=== dish_cycle_timer ===
**config.mk**
```make
export PLATFORM = sky130hd
export DESIGN_NAME = dish_cycle_timer
export DESIGN_NICKNAME = d
export VERILOG_FILES = /design/src/rtl/dish_cycle_timer.sv
export SDC_FILE = /design/constraint.sdc
export NUM_CORES = 1
export LEC_CHECK = 0
export ABC_AREA = 1
export CORE_ASPECT_RATIO = 0.75
export CORE_MARGIN = 2
export CORE_UTILIZATION = 30
export DETAILED_ROUTE_END_ITERATION = 8
export GPL_TIMING_DRIVEN = 0
export PLACE_DENSITY_LB_ADDON = 0.1
export SETUP_SLACK_MARGIN = 0.02
export SLEW_MARGIN = 20
export SYNTH_ARGS = -nofsm -noshare
export SYNTH_HDL_FRONTEND = slang
export SYNTH_SLANG_ARGS = --single-unit
```
**constraint.sdc**
```tcl
create_clock -name Clock -period 1.85 [get_ports Clock]
set_input_delay 0.2775 -clock Clock [delete_from_list [all_inputs] [get_ports Clock]]
set_output_delay 0.2775 -clock Clock [all_outputs]
set_load 0.02 [all_outputs]
```
**src/rtl/dish_cycle_timer.sv**
```systemverilog
// dish_cycle_timer: phase timer and fill watchdog
// for the dish-washer controller.
module dish_cycle_timer #(
    parameter int unsigned CNT_W          = 16,
    parameter int unsigned WASH_ECO       = 300,
    parameter int unsigned WASH_NORMAL    = 600,
    parameter int unsigned WASH_INTENSIVE = 1200,
    parameter int unsigned STORE_TICKS    = 200,
    parameter int unsigned FILL_LIMIT     = 400
) (
    input  logic             Clock,
    input  logic             Reset,
    input  logic             Tick,
    input  logic             Start,
    input  logic [1:0]       Program,
    input  logic             Door_Lock,
    input  logic             Fill_valve_on,
    input  logic             Fill_valve_second_on,
    input  logic             Drained,
    input  logic             Done,
    output logic             Washing_Timeout,
    output logic             Store_Timeout,
    output logic             Fill_Fault,
    output logic             Busy,
    output logic [CNT_W-1:0] Remaining
);

    typedef enum logic [2:0] {
        IDLE,
        ARMED,
        FILL,
        WAIT_WASH,
        WASH,
        DRAIN,
        STORE,
        FAULT
    } state_t;

    state_t           state_q;
    state_t           state_d;
    logic [CNT_W-1:0] cnt_q;
    logic [CNT_W-1:0] load_val;
    logic [CNT_W-1:0] wash_val;
    logic             load_en;
    logic             clr_cnt;
    logic [1:0]       prog_q;
    logic [1:0]       prog_d;
    logic             cnt_zero;
    logic             in_phase;
    logic             abort;

    assign cnt_zero = (cnt_q == '0);

    // Wash duration for the latched program (11 already folded to 01).
    always_comb begin
        wash_val = CNT_W'(WASH_NORMAL);
        unique case (1'b1)
            (prog_q == 2'b00): wash_val = CNT_W'(WASH_ECO);
            (prog_q == 2'b10): wash_val = CNT_W'(WASH_INTENSIVE);
            default:           wash_val = CNT_W'(WASH_NORMAL);
        endcase
    end

    // Door opened mid-cycle; Done in STORE is a normal exit instead.
    always_comb begin
        in_phase = (state_q == FILL)
                || (state_q == WAIT_WASH)
                || (state_q == WASH)
                || (state_q == DRAIN)
                || (state_q == STORE);
        abort = in_phase && !Door_Lock
             && !((state_q == STORE) && Done);
    end

    // Next state, counter load requests and program latch.
    always_comb begin
        state_d  = state_q;
        prog_d   = prog_q;
        load_en  = 1'b0;
        load_val = '0;
        clr_cnt  = 1'b0;
        case (state_q)
            IDLE: begin
                if (Start) begin
                    prog_d  = (Program == 2'b11) ? 2'b01
                                                 : Program;
                    state_d = ARMED;
                end
            end
            ARMED: begin
                if (Fill_valve_on) begin
                    load_en  = 1'b1;
                    load_val = CNT_W'(FILL_LIMIT);
                    state_d  = FILL;
                end
            end
            FILL: begin
                if (!Fill_valve_on) begin
                    state_d = WAIT_WASH;
                end else if (cnt_zero) begin
                    state_d = FAULT;
                end
            end
            WAIT_WASH: begin
                if (Fill_valve_second_on) begin
                    load_en  = 1'b1;
                    load_val = wash_val;
                    state_d  = WASH;
                end
            end
            WASH: begin
                if (cnt_zero && !Fill_valve_second_on) begin
                    state_d = DRAIN;
                end
            end
            DRAIN: begin
                if (Drained) begin
                    load_en  = 1'b1;
                    load_val = CNT_W'(STORE_TICKS);
                    state_d  = STORE;
                end
            end
            STORE: begin
                if (Done) begin
                    state_d = IDLE;
                end
            end
            FAULT: begin
                state_d = FAULT;
            end
            default: begin
                state_d = IDLE;
            end
        endcase
        if (abort) begin
            state_d = IDLE;
            load_en = 1'b0;
            clr_cnt = 1'b1;
        end
    end

    // State and latched program registers.
    always_ff @(posedge Clock) begin
        if (Reset) begin
            state_q <= IDLE;
            prog_q  <= 2'b01;
        end else begin
            state_q <= state_d;
            prog_q  <= prog_d;
        end
    end

    // Phase counter: load beats Tick, decrement saturates at 0.
    always_ff @(posedge Clock) begin
        if (Reset) begin
            cnt_q <= '0;
        end else if (clr_cnt) begin
            cnt_q <= '0;
        end else if (load_en) begin
            cnt_q <= load_val;
        end else if (Tick && !cnt_zero) begin
            cnt_q <= cnt_q - CNT_W'(1);
        end
    end

    // Outputs come from registered state and counter only.
    always_comb begin
        Washing_Timeout = (state_q == WASH) && cnt_zero;
        Store_Timeout   = (state_q == STORE) && cnt_zero;
        Fill_Fault      = (state_q == FAULT);
        Busy            = (state_q != IDLE)
                       && (state_q != FAULT);
        Remaining       = cnt_q;
    end

endmodule
```
=== fetch_queue_flat ===
File: src/rtl/fetch_queue_pkg.sv
// Shared types and constants for the instruction fetch front-end.
package fetch_queue_pkg;

    typedef logic [31:0] addr_t;
    typedef logic [31:0] word_t;

    // Fetch never issues from this address; it is also the idle lookup address.
    localparam addr_t NULL_PTR = 32'hFFFF_FFFC;
    localparam int unsigned INST_BYTES = 4;
    localparam word_t ZERO = '0;

    // One FIFO entry: an instruction and the PC it was fetched from.
    typedef struct packed {
        addr_t pc;
        word_t inst;
    } fq_entry_t;

    // Advance a PC by n instructions, wrapping at 2^32.
    function automatic addr_t advance(input addr_t pc, input logic [1:0] n);
        return pc + addr_t'(n) * addr_t'(INST_BYTES);
    endfunction

endpackage

File: src/rtl/fetch_queue_if.sv
// Cache lookup pair and decode-side queue signals of the fetch front-end.
interface fetch_queue_if;
    import fetch_queue_pkg::*;

    logic  en_rx;
    addr_t pcx;
    logic  hitx;
    word_t instx;
    logic  en_ry;
    addr_t pcy;
    logic  hity;
    word_t insty;
    logic  q_pop;
    logic  q_valid;
    word_t q_inst;
    addr_t q_pc;

    modport master (
        output en_rx, pcx, en_ry, pcy, q_valid, q_inst, q_pc,
        input  hitx, instx, hity, insty, q_pop
    );

    modport slave (
        input  en_rx, pcx, en_ry, pcy, q_valid, q_inst, q_pc,
        output hitx, instx, hity, insty, q_pop
    );

endinterface

File: src/rtl/fetch_queue_inst_fifo.sv
// Instruction FIFO: up to two pushes and one pop per cycle, synchronous clear.
// push1 is only meaningful together with push0 (din1 lands after din0).
module inst_fifo
    import fetch_queue_pkg::*;
#(
    parameter int unsigned DEPTH = 8,
    localparam int unsigned AW = $clog2(DEPTH)
) (
    input  logic      clk,
    input  logic      rst,
    input  logic      en,
    input  logic      clr,
    input  logic      push0,
    input  logic      push1,
    input  fq_entry_t din0,
    input  fq_entry_t din1,
    input  logic      pop,
    output logic      valid,
    output fq_entry_t head,
    output logic [AW:0] count
);

    logic [AW-1:0] rd;
    logic [AW-1:0] wr;
    logic [AW:0]   cnt;
    logic [AW:0]   npush;
    logic [AW:0]   npop;
    fq_entry_t     mem [DEPTH];

    // Number of entries entering and leaving this cycle; pop on empty is dropped.
    always_comb begin
        npush = (AW+1)'(push0) + (AW+1)'(push1);
        npop  = (AW+1)'(pop && (cnt != '0));
    end

    // Pointer and occupancy update; pointers wrap naturally at DEPTH.
    always_ff @(posedge clk) begin
        if (rst || clr) begin
            rd  <= '0;
            wr  <= '0;
            cnt <= '0;
        end else if (en) begin
            wr  <= wr + AW'(npush);
            rd  <= rd + AW'(npop);
            cnt <= cnt + npush - npop;
        end
    end

    // Entry storage; not reset, contents are qualified by cnt.
    always_ff @(posedge clk) begin
        if (!rst && !clr && en) begin
            if (push0) mem[wr] <= din0;
            if (push1) mem[wr + AW'(1)] <= din1;
        end
    end

    // Head entry is a combinational read.
    always_comb begin
        valid = (cnt != '0);
        head  = mem[rd];
        count = cnt;
    end

endmodule

File: src/rtl/fetch_queue.sv
// Fetch front-end: issues PC pairs to the cache, collects hits in program
// order into inst_fifo, re-issues misses and handles branch redirects.
module fetch_queue
    import fetch_queue_pkg::*;
#(
    parameter int unsigned DEPTH    = 8,
    parameter addr_t       RESET_PC = '0
) (
    input  logic  clk,
    input  logic  rst,
    input  logic  rdy,
    input  logic  redirect,
    input  addr_t redirect_pc,
    fetch_queue_if.master bus
);

    localparam int unsigned AW = $clog2(DEPTH);

    localparam logic [0:0] ST_ISSUE = 1'b0;
    localparam logic [0:0] ST_WAIT  = 1'b1;

    logic [0:0]  state;
    addr_t       pc;
    logic        issue;
    logic        take;
    logic        push0;
    logic        push1;
    logic [1:0]  npush;
    logic [AW:0] count;
    logic [AW:0] free;
    logic        valid;
    fq_entry_t   head;
    fq_entry_t   din0;
    fq_entry_t   din1;

    // Issue decision and response acceptance, all from registered state.
    always_comb begin
        free  = (AW+1)'(DEPTH) - count;
        issue = !rst && rdy && !redirect && (state == ST_ISSUE)
                && (free >= (AW+1)'(2)) && (pc != NULL_PTR);
        take  = (state == ST_WAIT) && rdy && !redirect && !rst;
        // A port-x miss drops the whole pair so program order is kept.
        push0 = take && bus.hitx;
        push1 = push0 && bus.hity;
        npush = 2'(push0) + 2'(push1);
        din0  = '{pc: pc, inst: bus.instx};
        din1  = '{pc: advance(pc, 2'd1), inst: bus.insty};
    end

    // Lookup and queue outputs; idle lookup ports show NULL_PTR.
    always_comb begin
        bus.en_rx   = issue;
        bus.en_ry   = issue;
        bus.pcx     = issue ? pc : NULL_PTR;
        bus.pcy     = issue ? advance(pc, 2'd1) : NULL_PTR;
        bus.q_valid = valid;
        bus.q_inst  = valid ? head.inst : ZERO;
        bus.q_pc    = valid ? head.pc : ZERO;
    end

    // FSM and fetch PC: reset, then redirect, then normal progress under rdy.
    always_ff @(posedge clk) begin
        if (rst) begin
            state <= ST_ISSUE;
            pc    <= RESET_PC;
        end else if (redirect) begin
            state <= ST_ISSUE;
            pc    <= redirect_pc & ~addr_t'(3);
        end else if (rdy) begin
            case (state)
                ST_ISSUE: if (issue) state <= ST_WAIT;
                ST_WAIT: begin
                    pc    <= advance(pc, npush);
                    state <= ST_ISSUE;
                end
                default: state <= ST_ISSUE;
            endcase
        end
    end

    inst_fifo #(.DEPTH(DEPTH)) u_fifo (
        .clk   (clk),
        .rst   (rst),
        .en    (rdy),
        .clr   (redirect),
        .push0 (push0),
        .push1 (push1),
        .din0  (din0),
        .din1  (din1),
        .pop   (bus.q_pop),
        .valid (valid),
        .head  (head),
        .count (count)
    );

endmodule
File: src/flat_wrapper.sv
// flat-port wrapper written by rule: the top's interface ports become plain ports
module fetch_queue_flat import fetch_queue_pkg::*;
#(
    parameter int unsigned DEPTH    = 8,
    parameter addr_t       RESET_PC = '0
)
  (clk, rst, rdy, redirect, redirect_pc, bus_en_rx, bus_pcx, bus_en_ry, bus_pcy, bus_q_valid, bus_q_inst, bus_q_pc, bus_hitx, bus_instx, bus_hity, bus_insty, bus_q_pop);
  fetch_queue_if bus_i ();
  input  logic clk;
  input  logic rst;
  input  logic rdy;
  input  logic redirect;
  input  addr_t redirect_pc;
  output wire logic [$bits(bus_i.en_rx)-1:0] bus_en_rx;
  output wire logic [$bits(bus_i.pcx)-1:0] bus_pcx;
  output wire logic [$bits(bus_i.en_ry)-1:0] bus_en_ry;
  output wire logic [$bits(bus_i.pcy)-1:0] bus_pcy;
  output wire logic [$bits(bus_i.q_valid)-1:0] bus_q_valid;
  output wire logic [$bits(bus_i.q_inst)-1:0] bus_q_inst;
  output wire logic [$bits(bus_i.q_pc)-1:0] bus_q_pc;
  input wire logic [$bits(bus_i.hitx)-1:0] bus_hitx;
  input wire logic [$bits(bus_i.instx)-1:0] bus_instx;
  input wire logic [$bits(bus_i.hity)-1:0] bus_hity;
  input wire logic [$bits(bus_i.insty)-1:0] bus_insty;
  input wire logic [$bits(bus_i.q_pop)-1:0] bus_q_pop;
  assign bus_en_rx = bus_i.en_rx;
  assign bus_pcx = bus_i.pcx;
  assign bus_en_ry = bus_i.en_ry;
  assign bus_pcy = bus_i.pcy;
  assign bus_q_valid = bus_i.q_valid;
  assign bus_q_inst = bus_i.q_inst;
  assign bus_q_pc = bus_i.q_pc;
  assign bus_i.hitx = bus_hitx;
  assign bus_i.instx = bus_instx;
  assign bus_i.hity = bus_hity;
  assign bus_i.insty = bus_insty;
  assign bus_i.q_pop = bus_q_pop;
  fetch_queue #(.DEPTH(DEPTH), .RESET_PC(RESET_PC)) u_core (.clk(clk), .rst(rst), .rdy(rdy), .redirect(redirect), .redirect_pc(redirect_pc), .bus(bus_i));
endmodule
File: config.mk
export PLATFORM = sky130hd
export DESIGN_NAME = fetch_queue_flat
export DESIGN_NICKNAME = d
export VERILOG_FILES = /design/src/rtl/fetch_queue_pkg.sv /design/src/rtl/fetch_queue_if.sv /design/src/rtl/fetch_queue_inst_fifo.sv /design/src/rtl/fetch_queue.sv /design/src/flat_wrapper.sv
export SDC_FILE = /design/constraint.sdc
export NUM_CORES = 1
export LEC_CHECK = 0
export CORE_MARGIN = 1
export CORE_UTILIZATION = 25
export DETAILED_ROUTE_END_ITERATION = 12
export GPL_ROUTABILITY_DRIVEN = 0
export SLEW_MARGIN = 10
export SYNTH_ARGS = -nofsm -noshare
export SYNTH_HDL_FRONTEND = slang
export SYNTH_SLANG_ARGS = --single-unit
File: constraint.sdc
create_clock -name clk -period 7.42 [get_ports clk]
set_input_delay 1.484 -clock clk [delete_from_list [all_inputs] [get_ports clk]]
set_output_delay 1.484 -clock clk [all_outputs]
set_load 0.02 [all_outputs]
=== img_sram_arbiter ===
<file path="config.mk">
export PLATFORM = sky130hd
export DESIGN_NAME = img_sram_arbiter
export DESIGN_NICKNAME = d
export VERILOG_FILES = /design/src/rtl/img_sram_pkg.sv /design/src/rtl/img_sram_arbiter_rd_tracker.sv /design/src/rtl/img_sram_arbiter.sv
export SDC_FILE = /design/constraint.sdc
export NUM_CORES = 1
export LEC_CHECK = 0
export CORE_ASPECT_RATIO = 0.8
export CORE_MARGIN = 1
export CORE_UTILIZATION = 36
export DETAILED_ROUTE_END_ITERATION = 8
export GPL_TIMING_DRIVEN = 0
export MAX_ROUTING_LAYER = met4
export PLACE_DENSITY_LB_ADDON = 0.3
export SYNTH_ARGS = -nofsm -noshare
export SYNTH_HDL_FRONTEND = slang
export SYNTH_HIERARCHICAL = 1
export SYNTH_SLANG_ARGS = --single-unit
</file>
<file path="constraint.sdc">
create_clock -name clk -period 3.8 [get_ports clk]
set_clock_uncertainty 0.1 [all_clocks]
set_input_delay 0.76 -clock clk [delete_from_list [all_inputs] [get_ports clk]]
set_output_delay 0.76 -clock clk [all_outputs]
set_load 0.02 [all_outputs]
</file>
<file path="src/rtl/img_sram_pkg.sv">
// Shared types and helpers for the image SRAM port: command struct, idle command,
// requester indices and the round-robin pick used by the arbiter.
package img_sram_pkg;

    localparam int IMG_ROW_W = 8;
    localparam int IMG_COL_W = 8;
    localparam int RR_MAX    = 8;

    localparam int REQ_RX   = 0;
    localparam int REQ_CONV = 1;
    localparam int REQ_TX   = 2;

    typedef struct packed {
        logic                 sense_en;
        logic                 write_en;
        logic [IMG_ROW_W-1:0] row;
        logic [IMG_COL_W-1:0] col;
        logic [7:0]           din;
    } img_sram_ctrl_t;

    localparam img_sram_ctrl_t IMG_SRAM_IDLE = '0;

    // One-hot pick of the first set req bit at or above ptr, wrapping at nreq.
    function automatic logic [RR_MAX-1:0] rr_pick(input logic [RR_MAX-1:0] req,
                                                  input logic [2:0] ptr,
                                                  input int unsigned nreq);
        logic [RR_MAX-1:0] pick;
        logic              found;
        logic [3:0]        idx;
        pick  = '0;
        found = 1'b0;
        for (int unsigned i = 0; i < RR_MAX; i++) begin
            idx = 4'(ptr) + 4'(i);
            if (idx >= 4'(nreq)) idx = idx - 4'(nreq);
            if (i < nreq && !found && req[idx[2:0]]) begin
                pick[idx[2:0]] = 1'b1;
                found          = 1'b1;
            end
        end
        return pick;
    endfunction

endpackage

</file>
<file path="src/rtl/img_sram_arbiter_rd_tracker.sv">
// Read-ownership delay line: one-hot requester vector delayed by the SRAM read latency.
module img_sram_rd_tracker #(
    parameter int NREQ   = 3,
    parameter int RD_LAT = 1
) (
    input  logic            clk,
    input  logic            rstn,
    input  logic [NREQ-1:0] push_vec,
    output logic [NREQ-1:0] valid_vec
);

    logic [NREQ-1:0] pipe [RD_LAT];

    always_ff @(posedge clk or negedge rstn) begin
        if (!rstn) begin
            for (int i = 0; i < RD_LAT; i++) pipe[i] <= '0;
        end else begin
            pipe[0] <= push_vec;
            for (int i = 1; i < RD_LAT; i++) pipe[i] <= pipe[i-1];
        end
    end

    assign valid_vec = pipe[RD_LAT-1];

endmodule

</file>
<file path="src/rtl/img_sram_arbiter.sv">
// Image SRAM port arbiter: round-robin with bounded burst lock, zero-latency command mux,
// and read-data steering back to the issuing requester.
module img_sram_arbiter
    import img_sram_pkg::*;
#(
    parameter int NREQ     = 3,
    parameter int RD_LAT   = 1,
    parameter int MAX_LOCK = 64
) (
    input  logic            clk,
    input  logic            rstn,
    input  logic [NREQ-1:0] req,
    input  logic [NREQ-1:0] lock,
    input  img_sram_ctrl_t  req_ctrl [NREQ],
    output logic [NREQ-1:0] gnt,
    output img_sram_ctrl_t  sram_ctrl,
    input  logic [7:0]      sram_dout,
    output logic [NREQ-1:0] rd_valid,
    output logic [7:0]      rd_data
);

    localparam int IDX_W = $clog2(NREQ);
    localparam int CNT_W = (MAX_LOCK > 1) ? $clog2(MAX_LOCK) : 1;

    logic [IDX_W-1:0] rr_ptr;
    logic [IDX_W-1:0] owner;
    logic [IDX_W-1:0] gnt_idx;
    logic             owner_vld;
    logic [CNT_W-1:0] lock_cnt;
    logic [NREQ-1:0]  owner_oh;
    logic [NREQ-1:0]  rr_gnt;
    logic [NREQ-1:0]  push_vec;
    logic             lock_expired;
    logic             cont;

    always_comb begin
        owner_oh        = '0;
        owner_oh[owner] = 1'b1;
        // Expiry only bites when someone else is actually waiting.
        lock_expired = (MAX_LOCK != 0) && (int'(lock_cnt) >= MAX_LOCK - 1)
                       && (|(req & ~owner_oh));
        cont   = owner_vld && req[owner] && lock[owner] && !lock_expired;
        rr_gnt = NREQ'(rr_pick(RR_MAX'(req), 3'(rr_ptr), NREQ));
        if (!rstn)     gnt = '0;
        else if (cont) gnt = owner_oh;
        else           gnt = rr_gnt;
    end

    always_comb begin
        gnt_idx   = '0;
        sram_ctrl = IMG_SRAM_IDLE;
        for (int i = 0; i < NREQ; i++) begin
            if (gnt[i]) begin
                gnt_idx   = IDX_W'(i);
                sram_ctrl = req_ctrl[i];
            end
        end
        push_vec = (sram_ctrl.sense_en && !sram_ctrl.write_en) ? gnt : '0;
    end

    always_ff @(posedge clk or negedge rstn) begin
        if (!rstn) begin
            rr_ptr    <= '0;
            owner     <= '0;
            owner_vld <= 1'b0;
            lock_cnt  <= '0;
        end else if (|gnt) begin
            owner     <= gnt_idx;
            owner_vld <= lock[gnt_idx];
            if (cont) begin
                // Saturate; the expiry compare only needs to reach MAX_LOCK-1.
                if (int'(lock_cnt) < MAX_LOCK - 1) lock_cnt <= lock_cnt + 1'b1;
            end else begin
                lock_cnt <= '0;
                rr_ptr   <= (int'(gnt_idx) == NREQ - 1) ? '0 : gnt_idx + 1'b1;
            end
        end else begin
            owner_vld <= 1'b0;
            lock_cnt  <= '0;
        end
    end

    img_sram_rd_tracker #(
        .NREQ   (NREQ),
        .RD_LAT (RD_LAT)
    ) u_rd_tracker (
        .clk       (clk),
        .rstn      (rstn),
        .push_vec  (push_vec),
        .valid_vec (rd_valid)
    );

    assign rd_data = sram_dout;

endmodule

</file>
dish_cycle_timer, clock network drawn from the DEF:
Bar = 20 microns.
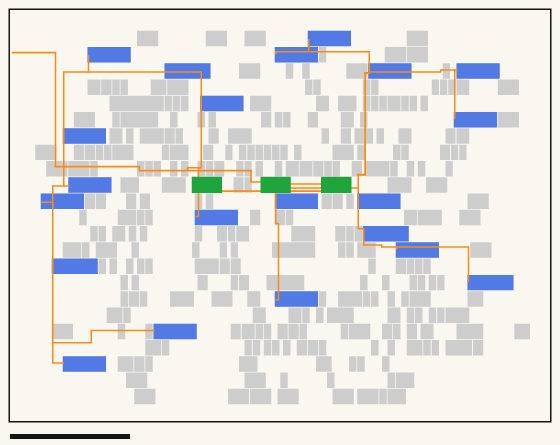
cells driving clock nets -> green  # count 3
flip-flops -> blue  # count 21
clock wires -> orange  # length 359 microns
routed clock nets = 4

==> run summary, dish_cycle_timer <==
Hold Crit Class = register to register
Slew margin rel. = 0.789
Total Power = 0.00418 W
Routed WL per cell = 11.8 microns
Post-Route Skew = 2.93 ps
Clock Power = 0.000309 W
Grt peak-use layer = met2
Largest net degree at the start of global routing = 12
Synth Area per Inst = 6.24 sq um
YS warnings = 0
Hold slack = 510 ps
Status = finished clean
Clock-pin slew on the worst setup and hold paths = 80 ps
Clk cell area share = 0.0207
Basic Gates by Area = 0.494
Ys cells = 268
Post-synthesis adder-cell area fraction = 0.0299
Via/cell ratio = 4.54
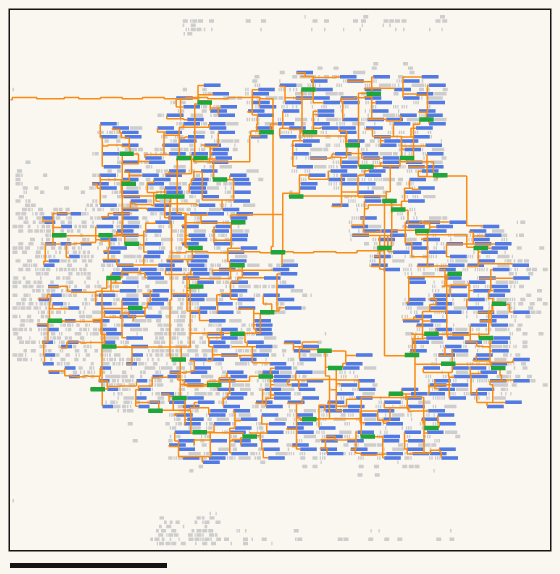
fetch_queue_flat: clock network drawn from the DEF
Bar = 100 microns.
flip-flops -> blue  # count 540
cells driving clock nets -> green  # count 58
clock wires -> orange  # length 7410 microns
routed clock nets = 59

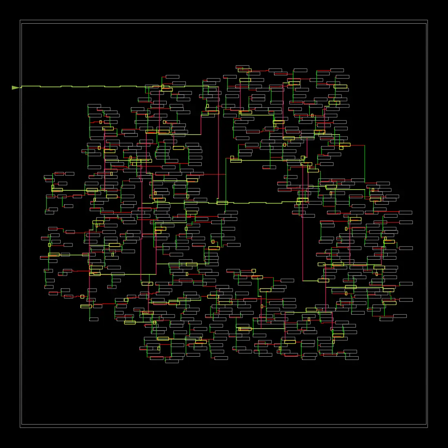
fetch_queue_flat: clock nets
flip-flops: 540
Post-Route Skew: 29.6 ps
Clock Sinks: 540
TritonCTS buffer count: 58
worst skew pair latency: 640 ps

==> run summary, fetch_queue_flat <==
Min Tclk post-route = 6060 ps
Cts hold-fix bufs = 0
Status = finished clean
Dominant power group = sequential cells
Clock-pin slew on the worst setup and hold paths = 60 ps
Crit path from = redirect
Slew margin rel. = 0.255
Max Freq = 165 MHz
Placed cells = 4245
Initial antenna violation count = 8
Top cells, area = edfxtp_1, nand2_1, mux4_2
Port Buffers = 225
RSZ-0062 raised after global routing = false
Crit-path cells = clkdlybuf4s50_1 > buf_4 > or2_0 > buf_4 > a2111oi_4 > o21a_2 > buf_12 > nand2_1 > clkdlybuf4s50_1
FF/Latch Area = 15800 sq um
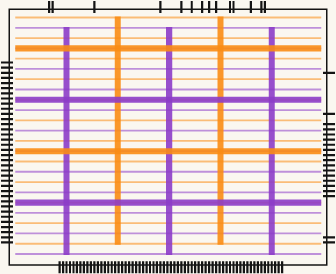
img_sram_arbiter: PDN straps and rails
Pins as bars on the die edge.
VDD -> orange
VSS -> purple
met1 rails = 24
met4 straps = 5
met5 straps = 4

==> run summary, img_sram_arbiter <==
Gr usage total = 0.277
Failing checks = negative setup slack
Clk_buf instances = 4
Port Buffers = 123
First-pass DRT Iterations = 5
Basic Gates by Area = 0.249
Number of well taps = 62
Status = complete, but fails checks
Buffering overhead = 0.463
Fillers = 263
Non-clk bufs = 192
Slew margin rel. = 0.657
Top Layout Cells = clkdlybuf4s50_1, buf_4, nor2_1, a221oi_2
Most flops, register = lock_cnt
Clock Sinks = 14
Setup violations, final = 25
Final worst setup slack = -278 ps
Cts repair resizes = 171

==> notes/layouts.md <==
Pictures saved along the way, in no particular order.

Signal wires by layer.
Two of the layers only.
(a)
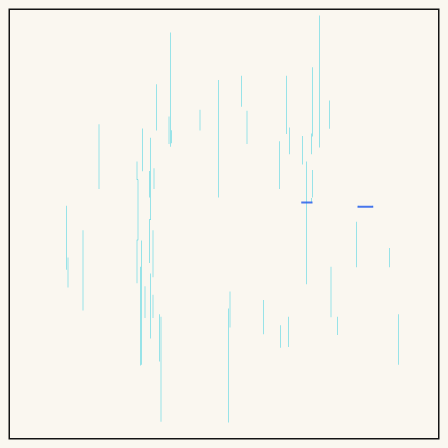
(b)
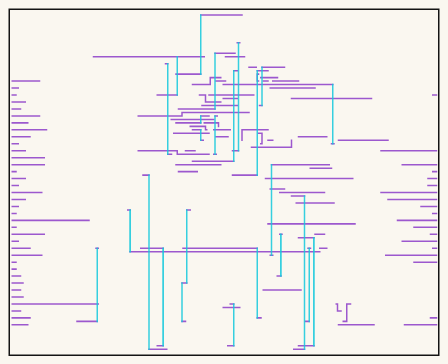
(c)
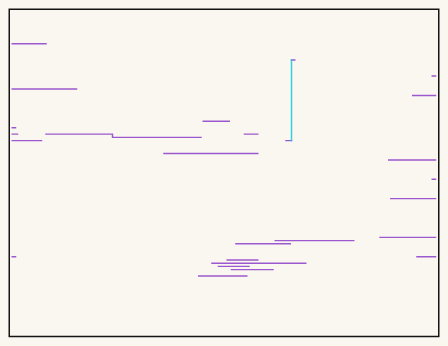
(a): fetch_queue_flat
(b): img_sram_arbiter
(c): dish_cycle_timer
The one with the least wire is (c).
The one with the most wire is (a).

Key to (b):
met3 -> purple  # wire length 684 microns
met4 -> cyan  # wire length 347 microns


=== writeback_stage ===
`src/rtl/writeback_stage_pkg.sv`:
```
// Shared types and constants for the LC-3 writeback stage.
// Also provides the NZP condition-code helper.
package writeback_stage_pkg;

  localparam int DATA_W     = 16;
  localparam int REG_ADDR_W = 3;
  localparam int NUM_REGS   = 8;

  typedef enum logic [1:0] {
    WB_ALU  = 2'd0,
    WB_PC   = 2'd1,
    WB_MEM  = 2'd2,
    WB_RSVD = 2'd3
  } w_ctrl_t;

  localparam logic [2:0] PSR_N = 3'b100;
  localparam logic [2:0] PSR_Z = 3'b010;
  localparam logic [2:0] PSR_P = 3'b001;

  function automatic logic [2:0] nzp_of(input logic [15:0] value);
    if (value[15])
      return PSR_N;
    else if (value == 16'h0000)
      return PSR_Z;
    else
      return PSR_P;
  endfunction

endpackage

```
`src/rtl/writeback_stage_regfile.sv`:
```
// 8 x 16-bit general-purpose register file: one synchronous write port,
// two asynchronous read ports, synchronous active-low clear.
module writeback_regfile
  import writeback_stage_pkg::*;
(
  input  logic                  clock,
  input  logic                  reset,
  input  logic                  i_we,
  input  logic [REG_ADDR_W-1:0] i_waddr,
  input  logic [DATA_W-1:0]     i_wdata,
  input  logic [REG_ADDR_W-1:0] i_raddr1,
  input  logic [REG_ADDR_W-1:0] i_raddr2,
  output logic [DATA_W-1:0]     o_rdata1,
  output logic [DATA_W-1:0]     o_rdata2
);

  logic [DATA_W-1:0] r_mem [NUM_REGS];

  always_ff @(posedge clock) begin
    if (!reset) begin
      for (int i = 0; i < NUM_REGS; i++)
        r_mem[i] <= '0;
    end else if (i_we) begin
      r_mem[i_waddr] <= i_wdata;
    end
  end

  // Reads see stored state only, so a same-cycle write is not forwarded.
  assign o_rdata1 = r_mem[i_raddr1];
  assign o_rdata2 = r_mem[i_raddr2];

endmodule

```
`src/rtl/writeback_stage.sv`:
```
// LC-3 writeback: selects the result source, commits it to the register
// file and updates the NZP status register on the same edge.
module writeback_stage
  import writeback_stage_pkg::*;
(
  input  logic        clock,
  input  logic        reset,
  input  logic        enable_writeback,
  input  logic [1:0]  W_Control,
  input  logic [15:0] aluout,
  input  logic [15:0] pcout,
  input  logic [15:0] memout,
  input  logic [2:0]  dr,
  input  logic [2:0]  sr1,
  input  logic [2:0]  sr2,
  output logic [15:0] VSR1,
  output logic [15:0] VSR2,
  output logic [2:0]  psr
);

  logic [DATA_W-1:0] w_dr_in;
  logic              w_we;
  logic [2:0]        r_psr;

  always_comb begin
    w_dr_in = '0;
    case (W_Control)
      WB_ALU:  w_dr_in = aluout;
      WB_PC:   w_dr_in = pcout;
      WB_MEM:  w_dr_in = memout;
      default: w_dr_in = '0;
    endcase
  end

  // The reserved source code is a silent no-op.
  assign w_we = enable_writeback && (W_Control != WB_RSVD);

  always_ff @(posedge clock) begin
    if (!reset)
      r_psr <= 3'b000;
    else if (w_we)
      r_psr <= nzp_of(w_dr_in);
  end

  assign psr = r_psr;

  writeback_regfile u_regfile (
    .clock    (clock),
    .reset    (reset),
    .i_we     (w_we),
    .i_waddr  (dr),
    .i_wdata  (w_dr_in),
    .i_raddr1 (sr1),
    .i_raddr2 (sr2),
    .o_rdata1 (VSR1),
    .o_rdata2 (VSR2)
  );

endmodule
```
`config.mk`:
```
export PLATFORM = sky130hd
export DESIGN_NAME = writeback_stage
export DESIGN_NICKNAME = d
export VERILOG_FILES = /design/src/rtl/writeback_stage_pkg.sv /design/src/rtl/writeback_stage_regfile.sv /design/src/rtl/writeback_stage.sv
export SDC_FILE = /design/constraint.sdc
export NUM_CORES = 1
export LEC_CHECK = 0
export ABC_AREA = 1
export CORE_MARGIN = 2
export CORE_UTILIZATION = 55
export DETAILED_ROUTE_END_ITERATION = 10
export DONT_BUFFER_PORTS = 1
export GPL_TIMING_DRIVEN = 0
export PLACE_DENSITY = 0.7
export SETUP_SLACK_MARGIN = 0.05
export SLEW_MARGIN = 30
export SYNTH_ARGS = -nofsm -noshare
export SYNTH_HDL_FRONTEND = slang
export SYNTH_SLANG_ARGS = --single-unit
```
`constraint.sdc`:
```
create_clock -name clock -period 4.6 [get_ports clock]
set_input_delay 0.92 -clock clock [delete_from_list [all_inputs] [get_ports clock]]
set_output_delay 0.92 -clock clock [all_outputs]
set_load 0.05 [all_outputs]
```
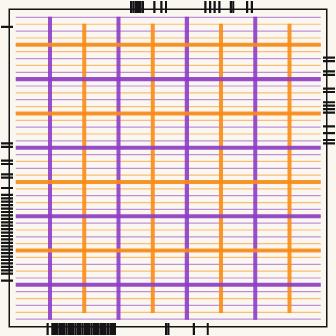
writeback_stage: PDN straps and rails
Pins as bars on the die edge.
VSS -> purple
VDD -> orange
met4 straps = 8
rows = 44
met5 straps = 8
met1 rails = 45
signal pins = 97

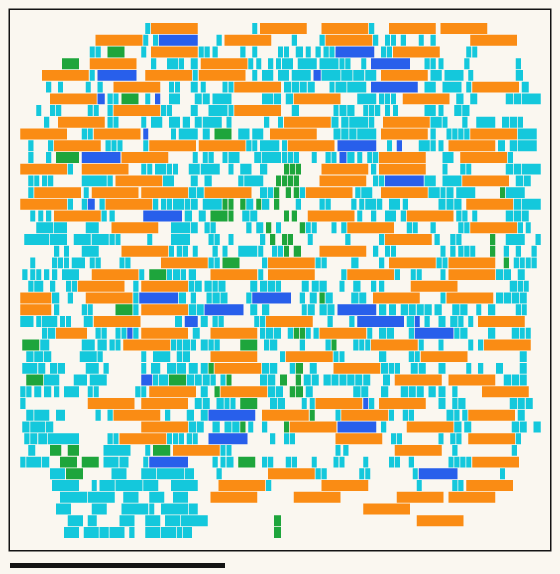
writeback_stage: placed cells, one color a class
Bar = 50 microns.
clock drivers and dummy loads -> blue  # cells 32, share of their area 6.4%
all other logic -> cyan  # cells 784, share of their area 46%
flip-flops -> orange  # cells 131, share of their area 43%
other buffers and delay cells -> green  # cells 67, share of their area 4.6%

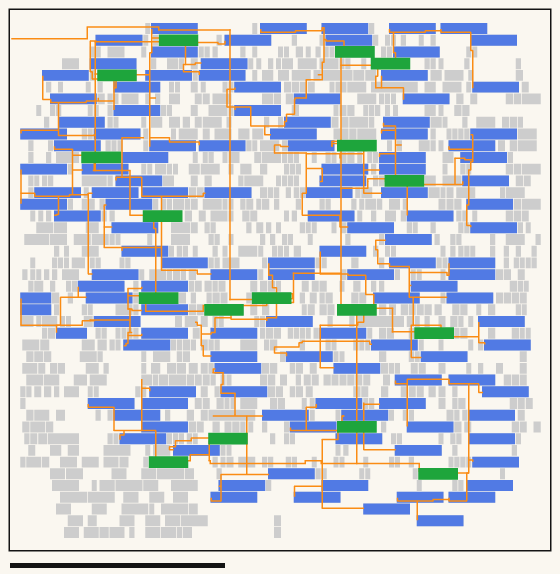
writeback_stage: clock network drawn from the DEF
Bar = 50 microns.
cells driving clock nets -> green  # count 17
flip-flops -> blue  # count 131
clock wires -> orange  # length 1800 microns
routed clock nets = 18
flops lie = all over the die

==> run summary <==
Status = finished clean
Post-Route Skew = 0 ps
Crit end category = output port
Setup_tns = 0 ps
Cts repair resizes = 0
Unique cell types = 26
Synth logic family = simple AND/OR/NAND/NOR gates
Clk pwr share = 0.405
Area growth syn-to-layout = 13.8%
Crit path from = sr2[1]
P_leak = 4.24 nW
First-pass DRT Iterations = 6
Critical-path maximum fanout = 10
Io pins = 97
EDFF count, synth = 128
Post-synthesis adder-cell area fraction = 0


==> gallery <==
Placed cells, one color a class.
image #1
Bar = 20 microns.
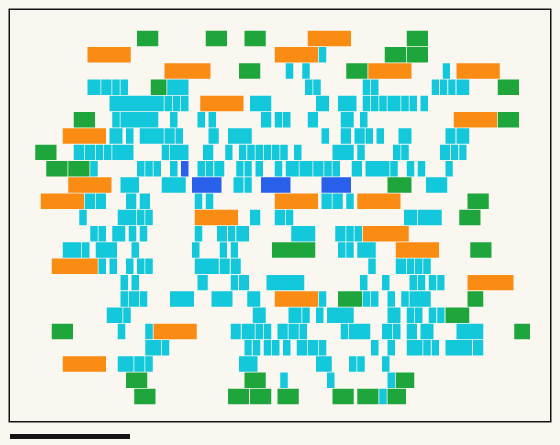
image #2
Bar = 20 microns.
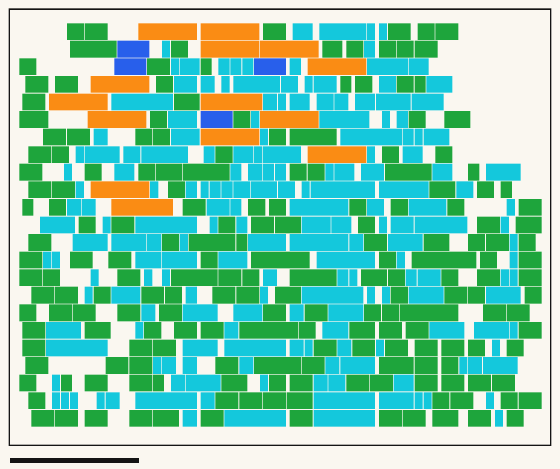
image #3
Bar = 100 microns.
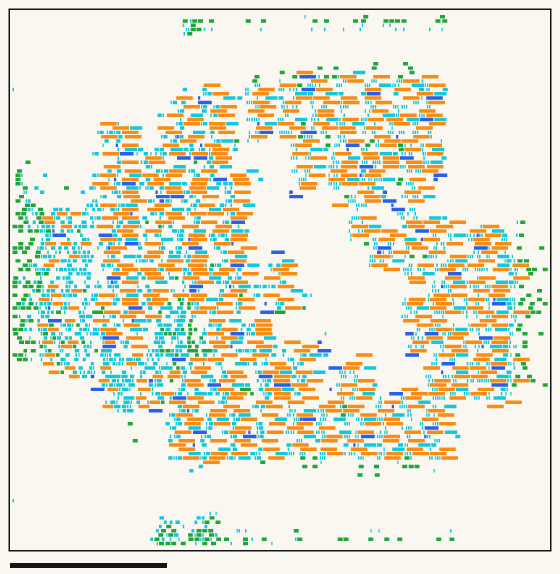
| picture | from |
|---|---|
| image #2 | img_sram_arbiter |
| image #3 | fetch_queue_flat |
| image #1 | dish_cycle_timer |
Of these, most cells: image #3
Of these, fewest cells: image #1

Key to image #1:
other buffers and delay cells -> green  # cells 35, share of their area 17%
clock drivers and dummy loads -> blue  # cells 4, share of their area 2.2%
all other logic -> cyan  # cells 243, share of their area 60%
flip-flops -> orange  # cells 21, share of their area 20%

Power figures rest on the tool's default switching activity, not on a simulated workload.
